# block 1

Block 1, cell placement:
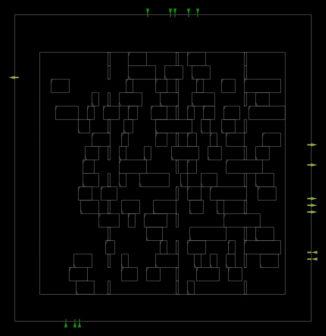
Block 1, signal metal coverage by tile:
Drawn at 6 px/µm. The die is cut into 12 by 12 equal tiles; dark blue is low, red is high, scaled to the fullest tile. Values are wire area over tile area, all layers added.
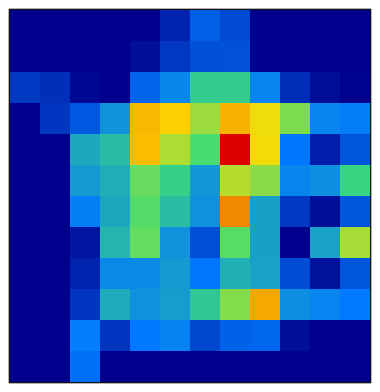
Block 1, wiring by layer:
Drawn at 6 px/µm. Only two layers are drawn.
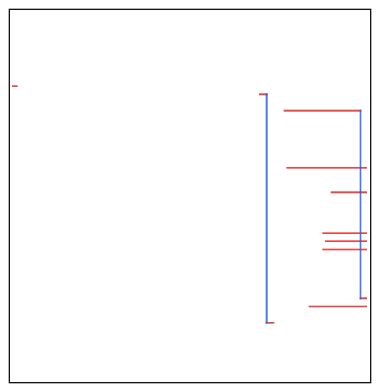
$ cat config.mk
export PLATFORM = sky130hd
export DESIGN_NAME = contador_pulsador
export DESIGN_NICKNAME = d
export VERILOG_FILES = /design/src/rtl/contador_pulsador_pkg.sv /design/src/rtl/pulsador_repeat.sv /design/src/rtl/contador_pulsador.sv
export SDC_FILE = /design/constraint.sdc
export NUM_CORES = 1
export LEC_CHECK = 0
export CELL_PAD_IN_SITES_DETAIL_PLACEMENT = 2
export CELL_PAD_IN_SITES_GLOBAL_PLACEMENT = 2
export CORE_AREA = 5 5 55 57
export CTS_CLUSTER_DIAMETER = 30
export DETAILED_ROUTE_END_ITERATION = 6
export DIE_AREA = 0 0 60 62
export HOLD_SLACK_MARGIN = 0.1
export PLACE_DENSITY_LB_ADDON = 0.1
export SLEW_MARGIN = 20
export SYNTH_ARGS = -nofsm -noshare
export SYNTH_HDL_FRONTEND = slang
export SYNTH_SLANG_ARGS = --single-unit
$ cat constraint.sdc
create_clock -name clk -period 2.3 [get_ports clk]
set_clock_uncertainty 0.2 [all_clocks]
set_input_delay 0.23 -clock clk [delete_from_list [all_inputs] [get_ports clk]]
set_output_delay 0.23 -clock clk [all_outputs]
set_load 0.05 [all_outputs]
$ cat src/rtl/contador_pulsador_pkg.sv
// Shared types and constant helpers for the push-button counter.
//   estado_t    : button FSM states
//   clog2       : ceiling log2 for parameter sizing
//   timer_width : width of the hold/repeat timer
package contador_pulsador_pkg;

    typedef enum logic [2:0] {
        IDLE,
        UP_DELAY,
        UP_REPEAT,
        DN_DELAY,
        DN_REPEAT
    } estado_t;

    // Ceiling log2; 0 and 1 both need zero bits.
    function automatic int unsigned clog2(input int unsigned x);
        int unsigned r;
        int unsigned v;
        r = 0;
        if (x > 1) begin
            v = x - 1;
            while (v != 0) begin
                r = r + 1;
                v = v >> 1;
            end
        end
        return r;
    endfunction

    // Timer must hold values up to max(delay, period); never narrower than 1 bit.
    function automatic int unsigned timer_width(input int unsigned delay,
                                                input int unsigned period);
        int unsigned m;
        int unsigned w;
        m = (delay > period) ? delay : period;
        w = clog2(m + 1);
        return (w == 0) ? 1 : w;
    endfunction

endpackage

$ cat src/rtl/pulsador_repeat.sv
// Button FSM with hold-to-auto-repeat timer.
//   clk, rst   : clock, synchronous active-high reset
//   en         : freezes FSM and timer when low, suppresses steps
//   sb         : debounced buttons, sb[1] = up, sb[0] = down
//   step_up_c  : combinational one-cycle up-step request
//   step_dn_c  : combinational one-cycle down-step request
module pulsador_repeat
    import contador_pulsador_pkg::*;
#(
    parameter int unsigned REPEAT_DELAY  = 0,
    parameter int unsigned REPEAT_PERIOD = 1
) (
    input  logic       clk,
    input  logic       rst,
    input  logic       en,
    input  logic [1:0] sb,
    output logic       step_up_c,
    output logic       step_dn_c
);

    localparam int unsigned   TW          = timer_width(REPEAT_DELAY, REPEAT_PERIOD);
    localparam bit            REPEAT_ON   = (REPEAT_DELAY != 0);
    localparam logic [TW-1:0] DELAY_LAST  = TW'((REPEAT_DELAY == 0) ? 0 : REPEAT_DELAY - 1);
    localparam logic [TW-1:0] PERIOD_LAST = TW'(REPEAT_PERIOD - 1);

    estado_t       state, state_nxt;
    logic [TW-1:0] timer, timer_nxt;

    // State and timer registers
    always_ff @(posedge clk) begin
        if (rst) begin
            state <= IDLE;
            timer <= '0;
        end else begin
            state <= state_nxt;
            timer <= timer_nxt;
        end
    end

    // Next state and timer; everything holds while en is low
    always_comb begin
        state_nxt = state;
        timer_nxt = timer;
        if (en) begin
            case (state)
                IDLE: begin
                    if (sb[1]) begin
                        state_nxt = UP_DELAY;
                        timer_nxt = '0;
                    end else if (sb[0]) begin
                        state_nxt = DN_DELAY;
                        timer_nxt = '0;
                    end
                end
                UP_DELAY: begin
                    if (!sb[1]) begin
                        state_nxt = IDLE;
                    end else if (REPEAT_ON) begin
                        if (timer == DELAY_LAST) begin
                            state_nxt = UP_REPEAT;
                            timer_nxt = '0;
                        end else begin
                            timer_nxt = timer + TW'(1);
                        end
                    end
                end
                UP_REPEAT: begin
                    if (!sb[1]) begin
                        state_nxt = IDLE;
                    end else if (timer == PERIOD_LAST) begin
                        timer_nxt = '0;
                    end else begin
                        timer_nxt = timer + TW'(1);
                    end
                end
                DN_DELAY: begin
                    if (!sb[0]) begin
                        state_nxt = IDLE;
                    end else if (REPEAT_ON) begin
                        if (timer == DELAY_LAST) begin
                            state_nxt = DN_REPEAT;
                            timer_nxt = '0;
                        end else begin
                            timer_nxt = timer + TW'(1);
                        end
                    end
                end
                DN_REPEAT: begin
                    if (!sb[0]) begin
                        state_nxt = IDLE;
                    end else if (timer == PERIOD_LAST) begin
                        timer_nxt = '0;
                    end else begin
                        timer_nxt = timer + TW'(1);
                    end
                end
                default: begin
                    state_nxt = IDLE;
                    timer_nxt = '0;
                end
            endcase
        end
    end

    // Step pulses: fire on the press itself and on each timer expiry
    always_comb begin
        step_up_c = 1'b0;
        step_dn_c = 1'b0;
        if (en) begin
            case (state)
                IDLE: begin
                    if (sb[1])      step_up_c = 1'b1;
                    else if (sb[0]) step_dn_c = 1'b1;
                end
                UP_DELAY:  step_up_c = sb[1] && REPEAT_ON && (timer == DELAY_LAST);
                UP_REPEAT: step_up_c = sb[1] && (timer == PERIOD_LAST);
                DN_DELAY:  step_dn_c = sb[0] && REPEAT_ON && (timer == DELAY_LAST);
                DN_REPEAT: step_dn_c = sb[0] && (timer == PERIOD_LAST);
                default: begin
                    step_up_c = 1'b0;
                    step_dn_c = 1'b0;
                end
            endcase
        end
    end

endmodule

$ cat src/rtl/contador_pulsador.sv
// Up/down push-button counter with range, wrap/saturate, auto-repeat and load.
//   clk, rst : clock, synchronous active-high reset
//   en       : enables button handling and stepping
//   sb       : debounced buttons, sb[1] = up, sb[0] = down
//   load     : synchronous load strobe (independent of en)
//   load_val : value to load, clamped into [MIN_VAL, MAX_VAL]
//   cuenta   : registered count
//   carry    : one-cycle pulse on MAX_VAL -> MIN_VAL wrap
//   borrow   : one-cycle pulse on MIN_VAL -> MAX_VAL wrap
module contador_pulsador
    import contador_pulsador_pkg::*;
#(
    parameter int unsigned WIDTH         = 4,
    parameter int unsigned MIN_VAL       = 0,
    parameter int unsigned MAX_VAL       = 8,
    parameter int unsigned SATURATE      = 0,
    parameter int unsigned REPEAT_DELAY  = 0,
    parameter int unsigned REPEAT_PERIOD = 1
) (
    input  logic             clk,
    input  logic             rst,
    input  logic             en,
    input  logic [1:0]       sb,
    input  logic             load,
    input  logic [WIDTH-1:0] load_val,
    output logic [WIDTH-1:0] cuenta,
    output logic             carry,
    output logic             borrow
);

    localparam logic [WIDTH-1:0] MIN_V = WIDTH'(MIN_VAL);
    localparam logic [WIDTH-1:0] MAX_V = WIDTH'(MAX_VAL);

    logic             step_up_c, step_dn_c;
    logic [WIDTH-1:0] cuenta_nxt;
    logic             carry_nxt, borrow_nxt;

    pulsador_repeat #(
        .REPEAT_DELAY  (REPEAT_DELAY),
        .REPEAT_PERIOD (REPEAT_PERIOD)
    ) u_pulsador (
        .clk       (clk),
        .rst       (rst),
        .en        (en),
        .sb        (sb),
        .step_up_c (step_up_c),
        .step_dn_c (step_dn_c)
    );

    // Datapath: load beats step; wrap or saturate at range limits
    always_comb begin
        cuenta_nxt = cuenta;
        carry_nxt  = 1'b0;
        borrow_nxt = 1'b0;
        if (load) begin
            // "<=" rather than "<" keeps the compare meaningful when MIN_VAL is 0
            if (load_val > MAX_V)       cuenta_nxt = MAX_V;
            else if (load_val <= MIN_V) cuenta_nxt = MIN_V;
            else                        cuenta_nxt = load_val;
        end else if (step_up_c) begin
            if (cuenta < MAX_V) begin
                cuenta_nxt = cuenta + WIDTH'(1);
            end else if (SATURATE == 0) begin
                cuenta_nxt = MIN_V;
                carry_nxt  = 1'b1;
            end
        end else if (step_dn_c) begin
            if (cuenta > MIN_V) begin
                cuenta_nxt = cuenta - WIDTH'(1);
            end else if (SATURATE == 0) begin
                cuenta_nxt = MAX_V;
                borrow_nxt = 1'b1;
            end
        end
    end

    // Count and wrap-pulse registers
    always_ff @(posedge clk) begin
        if (rst) begin
            cuenta <= MIN_V;
            carry  <= 1'b0;
            borrow <= 1'b0;
        end else begin
            cuenta <= cuenta_nxt;
            carry  <= carry_nxt;
            borrow <= borrow_nxt;
        end
    end

endmodule

==> results_dict.tcl <==
# yosys + openroad results
set metrics [dict create \
    die_h_um 62 \
    enable_flop_cells 0 \
    start_kind "flop" \
    chip_area_um2 3720 \
    hold_path_startpoint "u_pulsador.state[0]$_SDFFE_PP0P_" \
    nNonClkBuffers 17 \
    place_ws_ns 0.299 \
    clk_pin_slew_worst_setup_hold_paths_ns 0.05 \
    critical_path_depth 1 \
    core_region_area_um2 2430 \
    cts-resized-gates 0 \
    timing.critical_path.from "cuenta[2]$_SDFFE_PP0P_" \
    p_leak_nw 0.324 \
    largestPowerGroup "combinational cells" \
    layout.sequential_cells 8 \
    tightest_slew_ns 0.559 \
    critical_path.max_stage_delay_ns 0.88 \
    ctsHtreeMaxLevel 1 \
    status "complete, no violations" \
    p_comb_uw 177 \
    synth_top_area_share_pct 25.1 \
    critical_path.slowest_cell "sky130_fd_sc_hd__clkdlybuf4s50_1" \
    p_seq_share_pct 36.4 \
    critical_path.endpoint "cuenta[2]" \
    area_share_clock_buf_inv_pct 2.69 \
    tapCellCount 30 \
    max_cap_violations 0 \
    setup-violations-final 0 \
    min_to "u_pulsador.state[0]$_SDFFE_PP0P_" \
    placedCellCount 116 \
    register_share_after_synthesis_pct 25.1 \
    yosysWarnings 0 \
]
## Picture notes: 'cell placement' of block 1
row cnt: 18
share of the final layout cell area in sequential cells: 19.1%

## Picture notes: 'signal metal coverage by tile' of block 1
fullest tile: 0.34
mean over tiles: 0.077
nearly empty tiles: 34%
densest ninth of the die: middle
emptiest ninth of the die: top left
tiles over half the peak: 15%
post-DR wirelength/cell: 15.2 µm
DR vias: 613
aggregate routed wire length: 1800 µm

## Picture notes: 'wiring by layer' of block 1
[met3] red | wire length: 65.8 µm
[met4] blue | wire length: 69.4 µm
GR Util All Layers: 11.0%

[registers in the layout (all words and copies together), names as in the netlist]
name and flops:
borrow 1, u_pulsador.state 2, cuenta 4, carry 1
[per-layer routing]
metal / routed length, µm / vias up / track usage [%]
met3: 65 / 4 / 1.45
li1: - / 309 / -
met1: 909 / 290 / 14.8
met4: 69 / 0 / 8.54
met2: 759 / 10 / 15.7
met5: 0 / - / 0
[kinds of logic after synthesis]
| logic type | synth area share [%] |
|---|---|
| simple gates | 28.9 |
| compound gates | 27.9 |
| buf+inv | 6.68 |
| flops | 25.1 |
| fa+ha+maj | 9.82 |
| mux | 1.57 |

# block 2

Block 2, signal metal coverage by tile:
Drawn at 2 px/µm. The die is cut into 39 by 39 equal tiles; dark blue is low, red is high, scaled to the fullest tile. Values are wire area over tile area, all layers added.
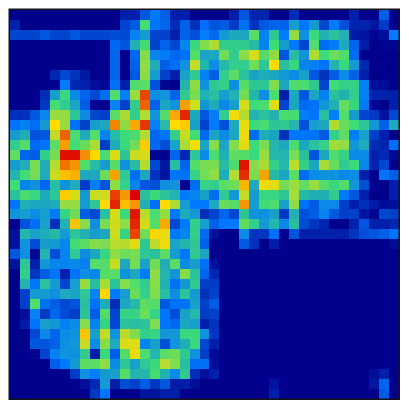
$ cat src/rtl/dcom_uart_fifo.sv
// dcom_uart_fifo: buffered APB front-end for the DCOM UART byte-level com port.
// A TX FIFO drains into the UART Write/DataIn/THEmpty handshake and an RX FIFO
// fills from the DataReady/DataOut/Read handshake. A level IRQ flags RX data or TX empty.
// Ports:
//   PCLK, PRST_N                      clock, async active-low reset
//   PSEL/PENABLE/PWRITE/PADDR/PWDATA  APB request (only PADDR[5:0] decoded)
//   PRDATA                            APB read data, combinational while PSEL & ~PWRITE
//   IRQ                               registered level interrupt
//   UartWrite/UartDataIn/UartTHEmpty  TX handshake to the UART
//   UartDataReady/UartDataOut/UartRead RX handshake from the UART
module dcom_uart_fifo #(
  parameter int unsigned DEPTH_LOG2  = 4,
  parameter logic [5:0]  TXDATA_ADDR = 6'h00,
  parameter logic [5:0]  RXDATA_ADDR = 6'h04,
  parameter logic [5:0]  FSTAT_ADDR  = 6'h08
) (
  input  logic        PCLK,
  input  logic        PRST_N,
  input  logic        PSEL,
  input  logic        PENABLE,
  input  logic        PWRITE,
  input  logic [31:0] PADDR,
  input  logic [31:0] PWDATA,
  output logic [31:0] PRDATA,
  output logic        IRQ,
  output logic        UartWrite,
  output logic [7:0]  UartDataIn,
  input  logic        UartTHEmpty,
  input  logic        UartDataReady,
  input  logic [7:0]  UartDataOut,
  output logic        UartRead
);

  localparam int unsigned Depth = 1 << DEPTH_LOG2;
  localparam int unsigned CntW  = DEPTH_LOG2 + 1;
  localparam int unsigned PtrW  = DEPTH_LOG2;

  typedef enum logic [0:0] {TxIdle, TxHold} tx_state_e;
  typedef enum logic [0:0] {RxIdle, RxAck}  rx_state_e;

  logic [7:0]      r_tx_mem [Depth];
  logic [7:0]      r_rx_mem [Depth];
  logic [PtrW-1:0] r_tx_wptr, r_tx_rptr, r_rx_wptr, r_rx_rptr;
  logic [CntW-1:0] r_tx_cnt, r_rx_cnt, w_tx_cnt_d, w_rx_cnt_d;
  tx_state_e       r_tx_state, w_tx_state_d;
  rx_state_e       r_rx_state, w_rx_state_d;
  logic            r_tx_ovf, r_rx_irq_en, r_tx_irq_en, r_irq;
  logic [7:0]      r_uart_data_in;

  logic       w_wr, w_rd_acc;
  logic [5:0] w_addr;
  logic       w_tx_full, w_tx_empty, w_rx_full, w_rx_empty;
  logic       w_tx_push, w_tx_pop, w_tx_flush, w_rx_push, w_rx_pop, w_rx_flush;
  logic       w_ovf_set, w_ovf_clr, w_fstat_wr;
  logic [7:0] w_tx_head, w_rx_head;
  logic       w_unused;

  assign w_addr     = PADDR[5:0];
  assign w_wr       = PSEL & PENABLE & PWRITE;
  assign w_rd_acc   = PSEL & PENABLE & ~PWRITE;
  assign w_fstat_wr = w_wr & (w_addr == FSTAT_ADDR);

  assign w_tx_full  = (r_tx_cnt == CntW'(Depth));
  assign w_tx_empty = (r_tx_cnt == '0);
  assign w_rx_full  = (r_rx_cnt == CntW'(Depth));
  assign w_rx_empty = (r_rx_cnt == '0);
  assign w_tx_head  = r_tx_mem[r_tx_rptr];
  assign w_rx_head  = r_rx_mem[r_rx_rptr];

  assign w_tx_flush = w_fstat_wr & PWDATA[28];
  assign w_rx_flush = w_fstat_wr & PWDATA[29];
  // A push into a full TX FIFO is dropped even when a pop happens alongside it.
  assign w_tx_push  = w_wr & (w_addr == TXDATA_ADDR) & ~w_tx_full;
  assign w_ovf_set  = w_wr & (w_addr == TXDATA_ADDR) & w_tx_full;
  assign w_ovf_clr  = w_fstat_wr & PWDATA[20];
  assign w_rx_pop   = w_rd_acc & (w_addr == RXDATA_ADDR) & ~w_rx_empty;

  assign w_unused = ^{PADDR[31:6], PWDATA[31:30], PWDATA[27:26], PWDATA[23:21], PWDATA[19:8]};

  // TX FSM next-state; a flush in the same cycle suppresses the launch.
  always_comb begin
    w_tx_state_d = r_tx_state;
    w_tx_pop     = 1'b0;
    case (r_tx_state)
      TxIdle: begin
        if (!w_tx_empty && UartTHEmpty && !w_tx_flush) begin
          w_tx_pop     = 1'b1;
          w_tx_state_d = TxHold;
        end
      end
      TxHold:  w_tx_state_d = TxIdle;
      default: w_tx_state_d = TxIdle;
    endcase
  end

  // RX FSM next-state; RxAck never samples DataReady (UART clears it at end of that cycle).
  always_comb begin
    w_rx_state_d = r_rx_state;
    w_rx_push    = 1'b0;
    case (r_rx_state)
      RxIdle: begin
        if (UartDataReady && !w_rx_full && !w_rx_flush) begin
          w_rx_push    = 1'b1;
          w_rx_state_d = RxAck;
        end
      end
      RxAck:   w_rx_state_d = RxIdle;
      default: w_rx_state_d = RxIdle;
    endcase
  end

  always_comb begin
    w_tx_cnt_d = r_tx_cnt;
    if (w_tx_flush)               w_tx_cnt_d = '0;
    else if (w_tx_push && !w_tx_pop) w_tx_cnt_d = r_tx_cnt + CntW'(1);
    else if (w_tx_pop && !w_tx_push) w_tx_cnt_d = r_tx_cnt - CntW'(1);
  end

  always_comb begin
    w_rx_cnt_d = r_rx_cnt;
    if (w_rx_flush)               w_rx_cnt_d = '0;
    else if (w_rx_push && !w_rx_pop) w_rx_cnt_d = r_rx_cnt + CntW'(1);
    else if (w_rx_pop && !w_rx_push) w_rx_cnt_d = r_rx_cnt - CntW'(1);
  end

  // Storage needs no reset; occupancy is tracked by the counters.
  always_ff @(posedge PCLK) begin
    if (w_tx_push) r_tx_mem[r_tx_wptr] <= PWDATA[7:0];
    if (w_rx_push) r_rx_mem[r_rx_wptr] <= UartDataOut;
  end

  always_ff @(posedge PCLK or negedge PRST_N) begin
    if (!PRST_N) begin
      r_tx_wptr      <= '0;
      r_tx_rptr      <= '0;
      r_rx_wptr      <= '0;
      r_rx_rptr      <= '0;
      r_tx_cnt       <= '0;
      r_rx_cnt       <= '0;
      r_tx_state     <= TxIdle;
      r_rx_state     <= RxIdle;
      r_tx_ovf       <= 1'b0;
      r_rx_irq_en    <= 1'b0;
      r_tx_irq_en    <= 1'b0;
      r_irq          <= 1'b0;
      r_uart_data_in <= 8'h00;
    end else begin
      r_tx_state <= w_tx_state_d;
      r_rx_state <= w_rx_state_d;
      r_tx_cnt   <= w_tx_cnt_d;
      r_rx_cnt   <= w_rx_cnt_d;
      if (w_tx_flush) begin
        r_tx_wptr <= '0;
        r_tx_rptr <= '0;
      end else begin
        if (w_tx_push) r_tx_wptr <= r_tx_wptr + PtrW'(1);
        if (w_tx_pop)  r_tx_rptr <= r_tx_rptr + PtrW'(1);
      end
      if (w_rx_flush) begin
        r_rx_wptr <= '0;
        r_rx_rptr <= '0;
      end else begin
        if (w_rx_push) r_rx_wptr <= r_rx_wptr + PtrW'(1);
        if (w_rx_pop)  r_rx_rptr <= r_rx_rptr + PtrW'(1);
      end
      if (w_tx_pop) r_uart_data_in <= w_tx_head;
      // Set wins over a coincident write-1-clear.
      if (w_ovf_set)      r_tx_ovf <= 1'b1;
      else if (w_ovf_clr) r_tx_ovf <= 1'b0;
      if (w_fstat_wr) begin
        r_rx_irq_en <= PWDATA[24];
        r_tx_irq_en <= PWDATA[25];
      end
      r_irq <= (r_rx_irq_en & ~w_rx_empty) | (r_tx_irq_en & w_tx_empty & (r_tx_state == TxIdle));
    end
  end

  assign UartWrite  = (r_tx_state == TxHold);
  assign UartRead   = (r_rx_state == RxAck);
  assign UartDataIn = r_uart_data_in;
  assign IRQ        = r_irq;

  always_comb begin
    PRDATA = 32'h0;
    if (PSEL && !PWRITE) begin
      if (w_addr == RXDATA_ADDR) begin
        PRDATA = {23'b0, ~w_rx_empty, (w_rx_empty ? 8'h00 : w_rx_head)};
      end else if (w_addr == FSTAT_ADDR) begin
        PRDATA[7:0]  = 8'(r_tx_cnt);
        PRDATA[15:8] = 8'(r_rx_cnt);
        PRDATA[16]   = w_tx_empty;
        PRDATA[17]   = w_tx_full;
        PRDATA[18]   = w_rx_empty;
        PRDATA[19]   = w_rx_full;
        PRDATA[20]   = r_tx_ovf;
        PRDATA[21]   = (r_tx_state != TxIdle);
        PRDATA[24]   = r_rx_irq_en;
        PRDATA[25]   = r_tx_irq_en;
      end
    end
  end

endmodule

$ cat config.mk
export PLATFORM = sky130hd
export DESIGN_NAME = dcom_uart_fifo
export DESIGN_NICKNAME = d
export VERILOG_FILES = /design/src/rtl/dcom_uart_fifo.sv
export SDC_FILE = /design/constraint.sdc
export NUM_CORES = 1
export LEC_CHECK = 0
export CORE_MARGIN = 3
export CORE_UTILIZATION = 35
export DETAILED_ROUTE_END_ITERATION = 12
export GPL_TIMING_DRIVEN = 0
export PLACE_DENSITY_LB_ADDON = 0.3
export SETUP_SLACK_MARGIN = 0.4
export SYNTH_ARGS = -nofsm -noshare
export SYNTH_HDL_FRONTEND = slang
export SYNTH_SLANG_ARGS = --single-unit
$ cat constraint.sdc
create_clock -name PCLK -period 4.1 [get_ports PCLK]
set_input_delay 0.82 -clock PCLK [delete_from_list [all_inputs] [get_ports PCLK]]
set_output_delay 0.82 -clock PCLK [all_outputs]
set_load 0.03 [all_outputs]
==> results_dict.tcl <==
# yosys + openroad results
set metrics [dict create \
    critPathRequiredTime_ns 3.28 \
    warning_count 81 \
    area_share_clock_buf_inv_pct 7.10 \
    regArea_um2 8690 \
    wl_met1_um 11700 \
    grt.met3_usage_pct 2.31 \
    synthTopLogicFamily "multiplexers" \
    grt_start_max_net_pins 35 \
    timing.final.ws_setup_ns 0.403 \
    enable_flop_cells 256 \
    chip_area_um2 37700 \
    cts.sink_count 296 \
    nClkBuffers 35 \
    via_density 5.01 \
    finalCritPeriodShare_pct 90.2 \
    power.switching_mw 2.34 \
    buf_share_pct 6.28 \
    tightest_slew_ns 1.24 \
    clock.fmax_mhz 270 \
    dp_hpwl_um 17300 \
    avg_synthesized_cell_area_um2 17.9 \
    synth-seq-cells 296 \
    status "complete, no violations" \
    cp_cell_sequence "clkdlybuf4s50_1, or4_1, buf_4, nor4b_4, clkbuf_8, and3_1, clkdlybuf4s18_2" \
    biggestCellCategory "sequential cells" \
    comb_area_um2 3530 \
    slew_headroom_pct 16.9 \
    dr.pass1.iters 4 \
    n_antenna_cell 0 \
    instances_no_fill 1283 \
    final_common_cell "sky130_fd_sc_hd__edfxtp_1" \
    cts_tree "done" \
    post_route_cells_drive_above_1_share_pct 24.4 \
    tapCellCount 455 \
]
Notes on 'signal metal coverage by tile' of block 2 above:
fullest tile: 0.42
tiles over half the peak: 17%
densest ninth of the die: left middle
nearly empty tiles: 30%
aggregate routed wire length: 25800 µm
GR Util All Layers: 13.4%

state kept, by name (all words and copies together), names as in the netlist:
| register | cells |
|---|---|
| r_tx_mem | 128 |
| UartWrite | 1 |
| r_tx_irq_en | 1 |
| UartRead | 1 |
| r_tx_cnt | 5 |
| r_tx_rptr | 4 |
| IRQ | 1 |
| r_rx_irq_en | 1 |
| r_rx_wptr | 4 |
| r_rx_cnt | 5 |
| UartDataIn | 8 |
| r_rx_mem | 128 |
| r_tx_wptr | 4 |
| r_rx_rptr | 4 |
| r_tx_ovf | 1 |

# block 3

===== src/rtl/crc_pkg.sv =====
// Shared CRC helpers and the appender state enum.
package crc_pkg;

  typedef enum logic {PASS, APPEND} crc_state_e;

  // Reverses the low `width` bits of v; bits above width come back zero.
  function automatic logic [31:0] bit_reverse(input logic [31:0] v, input int width);
    logic [31:0] r;
    r = '0;
    for (int i = 0; i < width; i++) r[i] = v[width-1-i];
    return r;
  endfunction

  // Bitwise MSB-first CRC update over one byte; crc/poly live in the low `width` bits.
  function automatic logic [31:0] crc_byte_step(input logic [31:0] crc, input logic [7:0] data,
                                                input logic [31:0] poly, input int width,
                                                input bit reflect);
    logic [31:0] rev;
    logic [7:0]  d;
    logic [31:0] c;
    logic [31:0] mask;
    logic        fb;
    rev  = bit_reverse({24'd0, data}, 8);
    d    = reflect ? rev[7:0] : data;
    mask = (width >= 32) ? 32'hFFFF_FFFF : ((32'd1 << width) - 32'd1);
    c    = crc & mask;
    for (int i = 7; i >= 0; i--) begin
      fb = c[width-1] ^ d[i];
      c  = (c << 1) & mask;
      if (fb) c = c ^ (poly & mask);
    end
    return c;
  endfunction

endpackage


===== src/rtl/crc_frame_append.sv =====
// Byte-stream CRC appender: forwards payload through a single output slot and
// appends the finished CRC after s_last, flagging the final CRC byte with m_last.
module crc_frame_append
  import crc_pkg::*;
#(
  parameter int                   CRC_WIDTH = 8,
  parameter logic [CRC_WIDTH-1:0] POLY      = 'h07,
  parameter logic [CRC_WIDTH-1:0] INIT      = '0,
  parameter bit                   REFLECT   = 1'b0,
  parameter logic [CRC_WIDTH-1:0] XOR_OUT   = '0
) (
  input  logic                 clk,
  input  logic                 reset_n,
  input  logic [7:0]           s_data,
  input  logic                 s_valid,
  input  logic                 s_last,
  output logic                 s_ready,
  output logic [7:0]           m_data,
  output logic                 m_valid,
  output logic                 m_last,
  input  logic                 m_ready,
  output logic [CRC_WIDTH-1:0] crc_o,
  output logic                 crc_valid_o
);

  localparam int CRC_BYTES = CRC_WIDTH / 8;
  localparam int IDX_W     = 2;

  crc_state_e           state_q, state_d;
  logic [CRC_WIDTH-1:0] crc_q, crc_d;
  logic [CRC_WIDTH-1:0] crc_out_q, crc_out_d;
  logic                 crc_valid_q, crc_valid_d;
  logic [7:0]           m_data_q, m_data_d;
  logic                 m_valid_q, m_valid_d;
  logic                 m_last_q, m_last_d;
  logic [IDX_W-1:0]     idx_q, idx_d;

  logic        slot_free, accept, last_crc_byte;
  logic [31:0] step32, fin32, crc_sh;
  logic [IDX_W-1:0] sel;

  assign slot_free     = !m_valid_q || m_ready;
  assign s_ready       = (state_q == PASS) && slot_free;
  assign accept        = s_valid && s_ready;
  assign last_crc_byte = (idx_q == IDX_W'(CRC_BYTES - 1));

  assign step32 = crc_byte_step(32'(crc_q), s_data, 32'(POLY), CRC_WIDTH, REFLECT);
  assign fin32  = (REFLECT ? bit_reverse(step32, CRC_WIDTH) : step32) ^ 32'(XOR_OUT);

  // Trailer goes MSB-first for normal CRCs, LSB-first for reflected ones.
  assign sel    = REFLECT ? idx_q : (IDX_W'(CRC_BYTES - 1) - idx_q);
  assign crc_sh = 32'(crc_out_q) >> {sel, 3'b000};

  always_ff @(posedge clk) begin
    if (!reset_n) begin
      state_q     <= PASS;
      crc_q       <= INIT;
      crc_out_q   <= '0;
      crc_valid_q <= 1'b0;
      m_data_q    <= '0;
      m_valid_q   <= 1'b0;
      m_last_q    <= 1'b0;
      idx_q       <= '0;
    end else begin
      state_q     <= state_d;
      crc_q       <= crc_d;
      crc_out_q   <= crc_out_d;
      crc_valid_q <= crc_valid_d;
      m_data_q    <= m_data_d;
      m_valid_q   <= m_valid_d;
      m_last_q    <= m_last_d;
      idx_q       <= idx_d;
    end
  end

  always_comb begin
    state_d = state_q;
    case (state_q)
      PASS:    if (accept && s_last) state_d = APPEND;
      APPEND:  if (slot_free && last_crc_byte) state_d = PASS;
      default: state_d = PASS;
    endcase
  end

  always_comb begin
    crc_d       = crc_q;
    crc_out_d   = crc_out_q;
    crc_valid_d = 1'b0;
    m_data_d    = m_data_q;
    m_valid_d   = m_valid_q;
    m_last_d    = m_last_q;
    idx_d       = idx_q;
    case (state_q)
      PASS: begin
        if (accept) begin
          m_data_d  = s_data;
          m_valid_d = 1'b1;
          m_last_d  = 1'b0;
          crc_d     = step32[CRC_WIDTH-1:0];
          if (s_last) begin
            crc_out_d   = fin32[CRC_WIDTH-1:0];
            crc_valid_d = 1'b1;
            idx_d       = '0;
          end
        end else if (slot_free) begin
          m_valid_d = 1'b0;
        end
      end
      APPEND: begin
        if (slot_free) begin
          m_data_d  = crc_sh[7:0];
          m_valid_d = 1'b1;
          m_last_d  = last_crc_byte;
          idx_d     = idx_q + 1'b1;
          if (last_crc_byte) crc_d = INIT;
        end
      end
      default: ;
    endcase
  end

  assign m_data      = m_data_q;
  assign m_valid     = m_valid_q;
  assign m_last      = m_last_q;
  assign crc_o       = crc_out_q;
  assign crc_valid_o = crc_valid_q;

endmodule


===== config.mk =====
export PLATFORM = sky130hd
export DESIGN_NAME = crc_frame_append
export DESIGN_NICKNAME = d
export VERILOG_FILES = /design/src/rtl/crc_pkg.sv /design/src/rtl/crc_frame_append.sv
export SDC_FILE = /design/constraint.sdc
export NUM_CORES = 1
export LEC_CHECK = 0
export CAP_MARGIN = 15
export CORE_ASPECT_RATIO = 0.5
export CORE_MARGIN = 2
export CORE_UTILIZATION = 45
export DETAILED_ROUTE_END_ITERATION = 8
export GPL_ROUTABILITY_DRIVEN = 0
export PLACE_DENSITY = 0.72
export SKIP_CTS_REPAIR_TIMING = 1
export SLEW_MARGIN = 20
export SYNTH_ARGS = -nofsm -noshare
export SYNTH_HDL_FRONTEND = slang
export SYNTH_SLANG_ARGS = --single-unit

===== constraint.sdc =====
create_clock -name clk -period 1.8 [get_ports clk]
set_input_delay 0.27 -clock clk [delete_from_list [all_inputs] [get_ports clk]]
set_output_delay 0.27 -clock clk [all_outputs]
set_load 0.05 [all_outputs]

==> results_dict.tcl <==
# yosys + openroad results
set metrics [dict create \
    dr_wl_met2_um 1590 \
    clock.fmax_mhz 566 \
    slew_headroom_pct 66.5 \
    stdcell_area_um2 2140 \
    wire_length_on_met3_um 173 \
    finalHoldWorstSlack_ns 0.469 \
    cts.sink_count 30 \
    synth-seq-cells 30 \
    critical_path_depth 1 \
    grt.met1_usage_pct 24.7 \
    drt-total-wl_um 3480 \
    power_density_normalized_to_cell_area_nw_per_um2 1460 \
    detail_route.iter0.violations 82 \
    status "complete, no violations" \
    tritoncts.num_buffers 5 \
]
[registers in the layout (all words and copies together) (netlist names)]
| register | cells |
|---|---|
| state_q | 1 |
| crc_q | 8 |
| crc_o | 8 |
| m_valid | 1 |
| m_data | 8 |
| crc_valid_o | 1 |
| m_last | 1 |
| idx_q | 2 |
[power breakdown]
group / leakage (nW) / switching (mW) / internal [mW] / total [mW]
registers: 0.247 / 0.112 / 0.791 / 0.903
clock network: 0.0579 / 0.267 / 0.407 / 0.674
logic: 0.585 / 0.693 / 0.856 / 1.55
total: 0.890 / 1.07 / 2.05 / 3.13
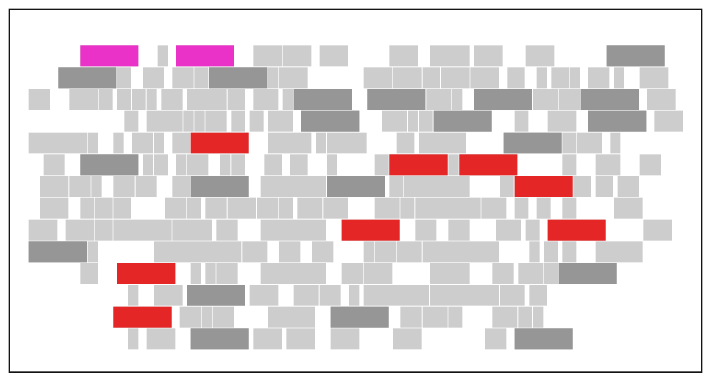
Block 3: sequential cells colored by netlist name
Drawn at 8 px/µm. Other sequential cells in the stronger gray, the rest of the logic in the fainter gray.
[`idx_q`] magenta | placed flops: 2
[`crc_o`] red | placed flops: 8
sequential power: 903 µW
Util after Layout: 68.6%
share of the final layout cell area in sequential cells: 28.1%
area used by sequential logic in the layout: 601 µm²

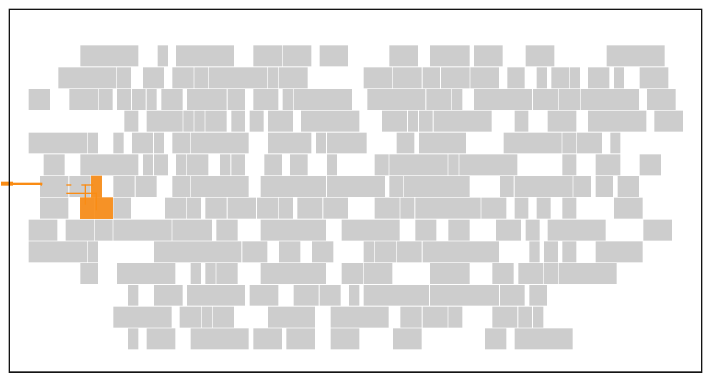
Block 3: wires at chosen ports, followed through buffers
Drawn at 8 px/µm.
[`s_valid`] orange | bits: 1 | direction: input | edge: left | end cells: 3 | buffers: 2 | wire: 13.6 µm
Boundary Pins: 33
number of I/O port buffers: 32


No activity file was given, so power comes from the tool's default toggle rates.
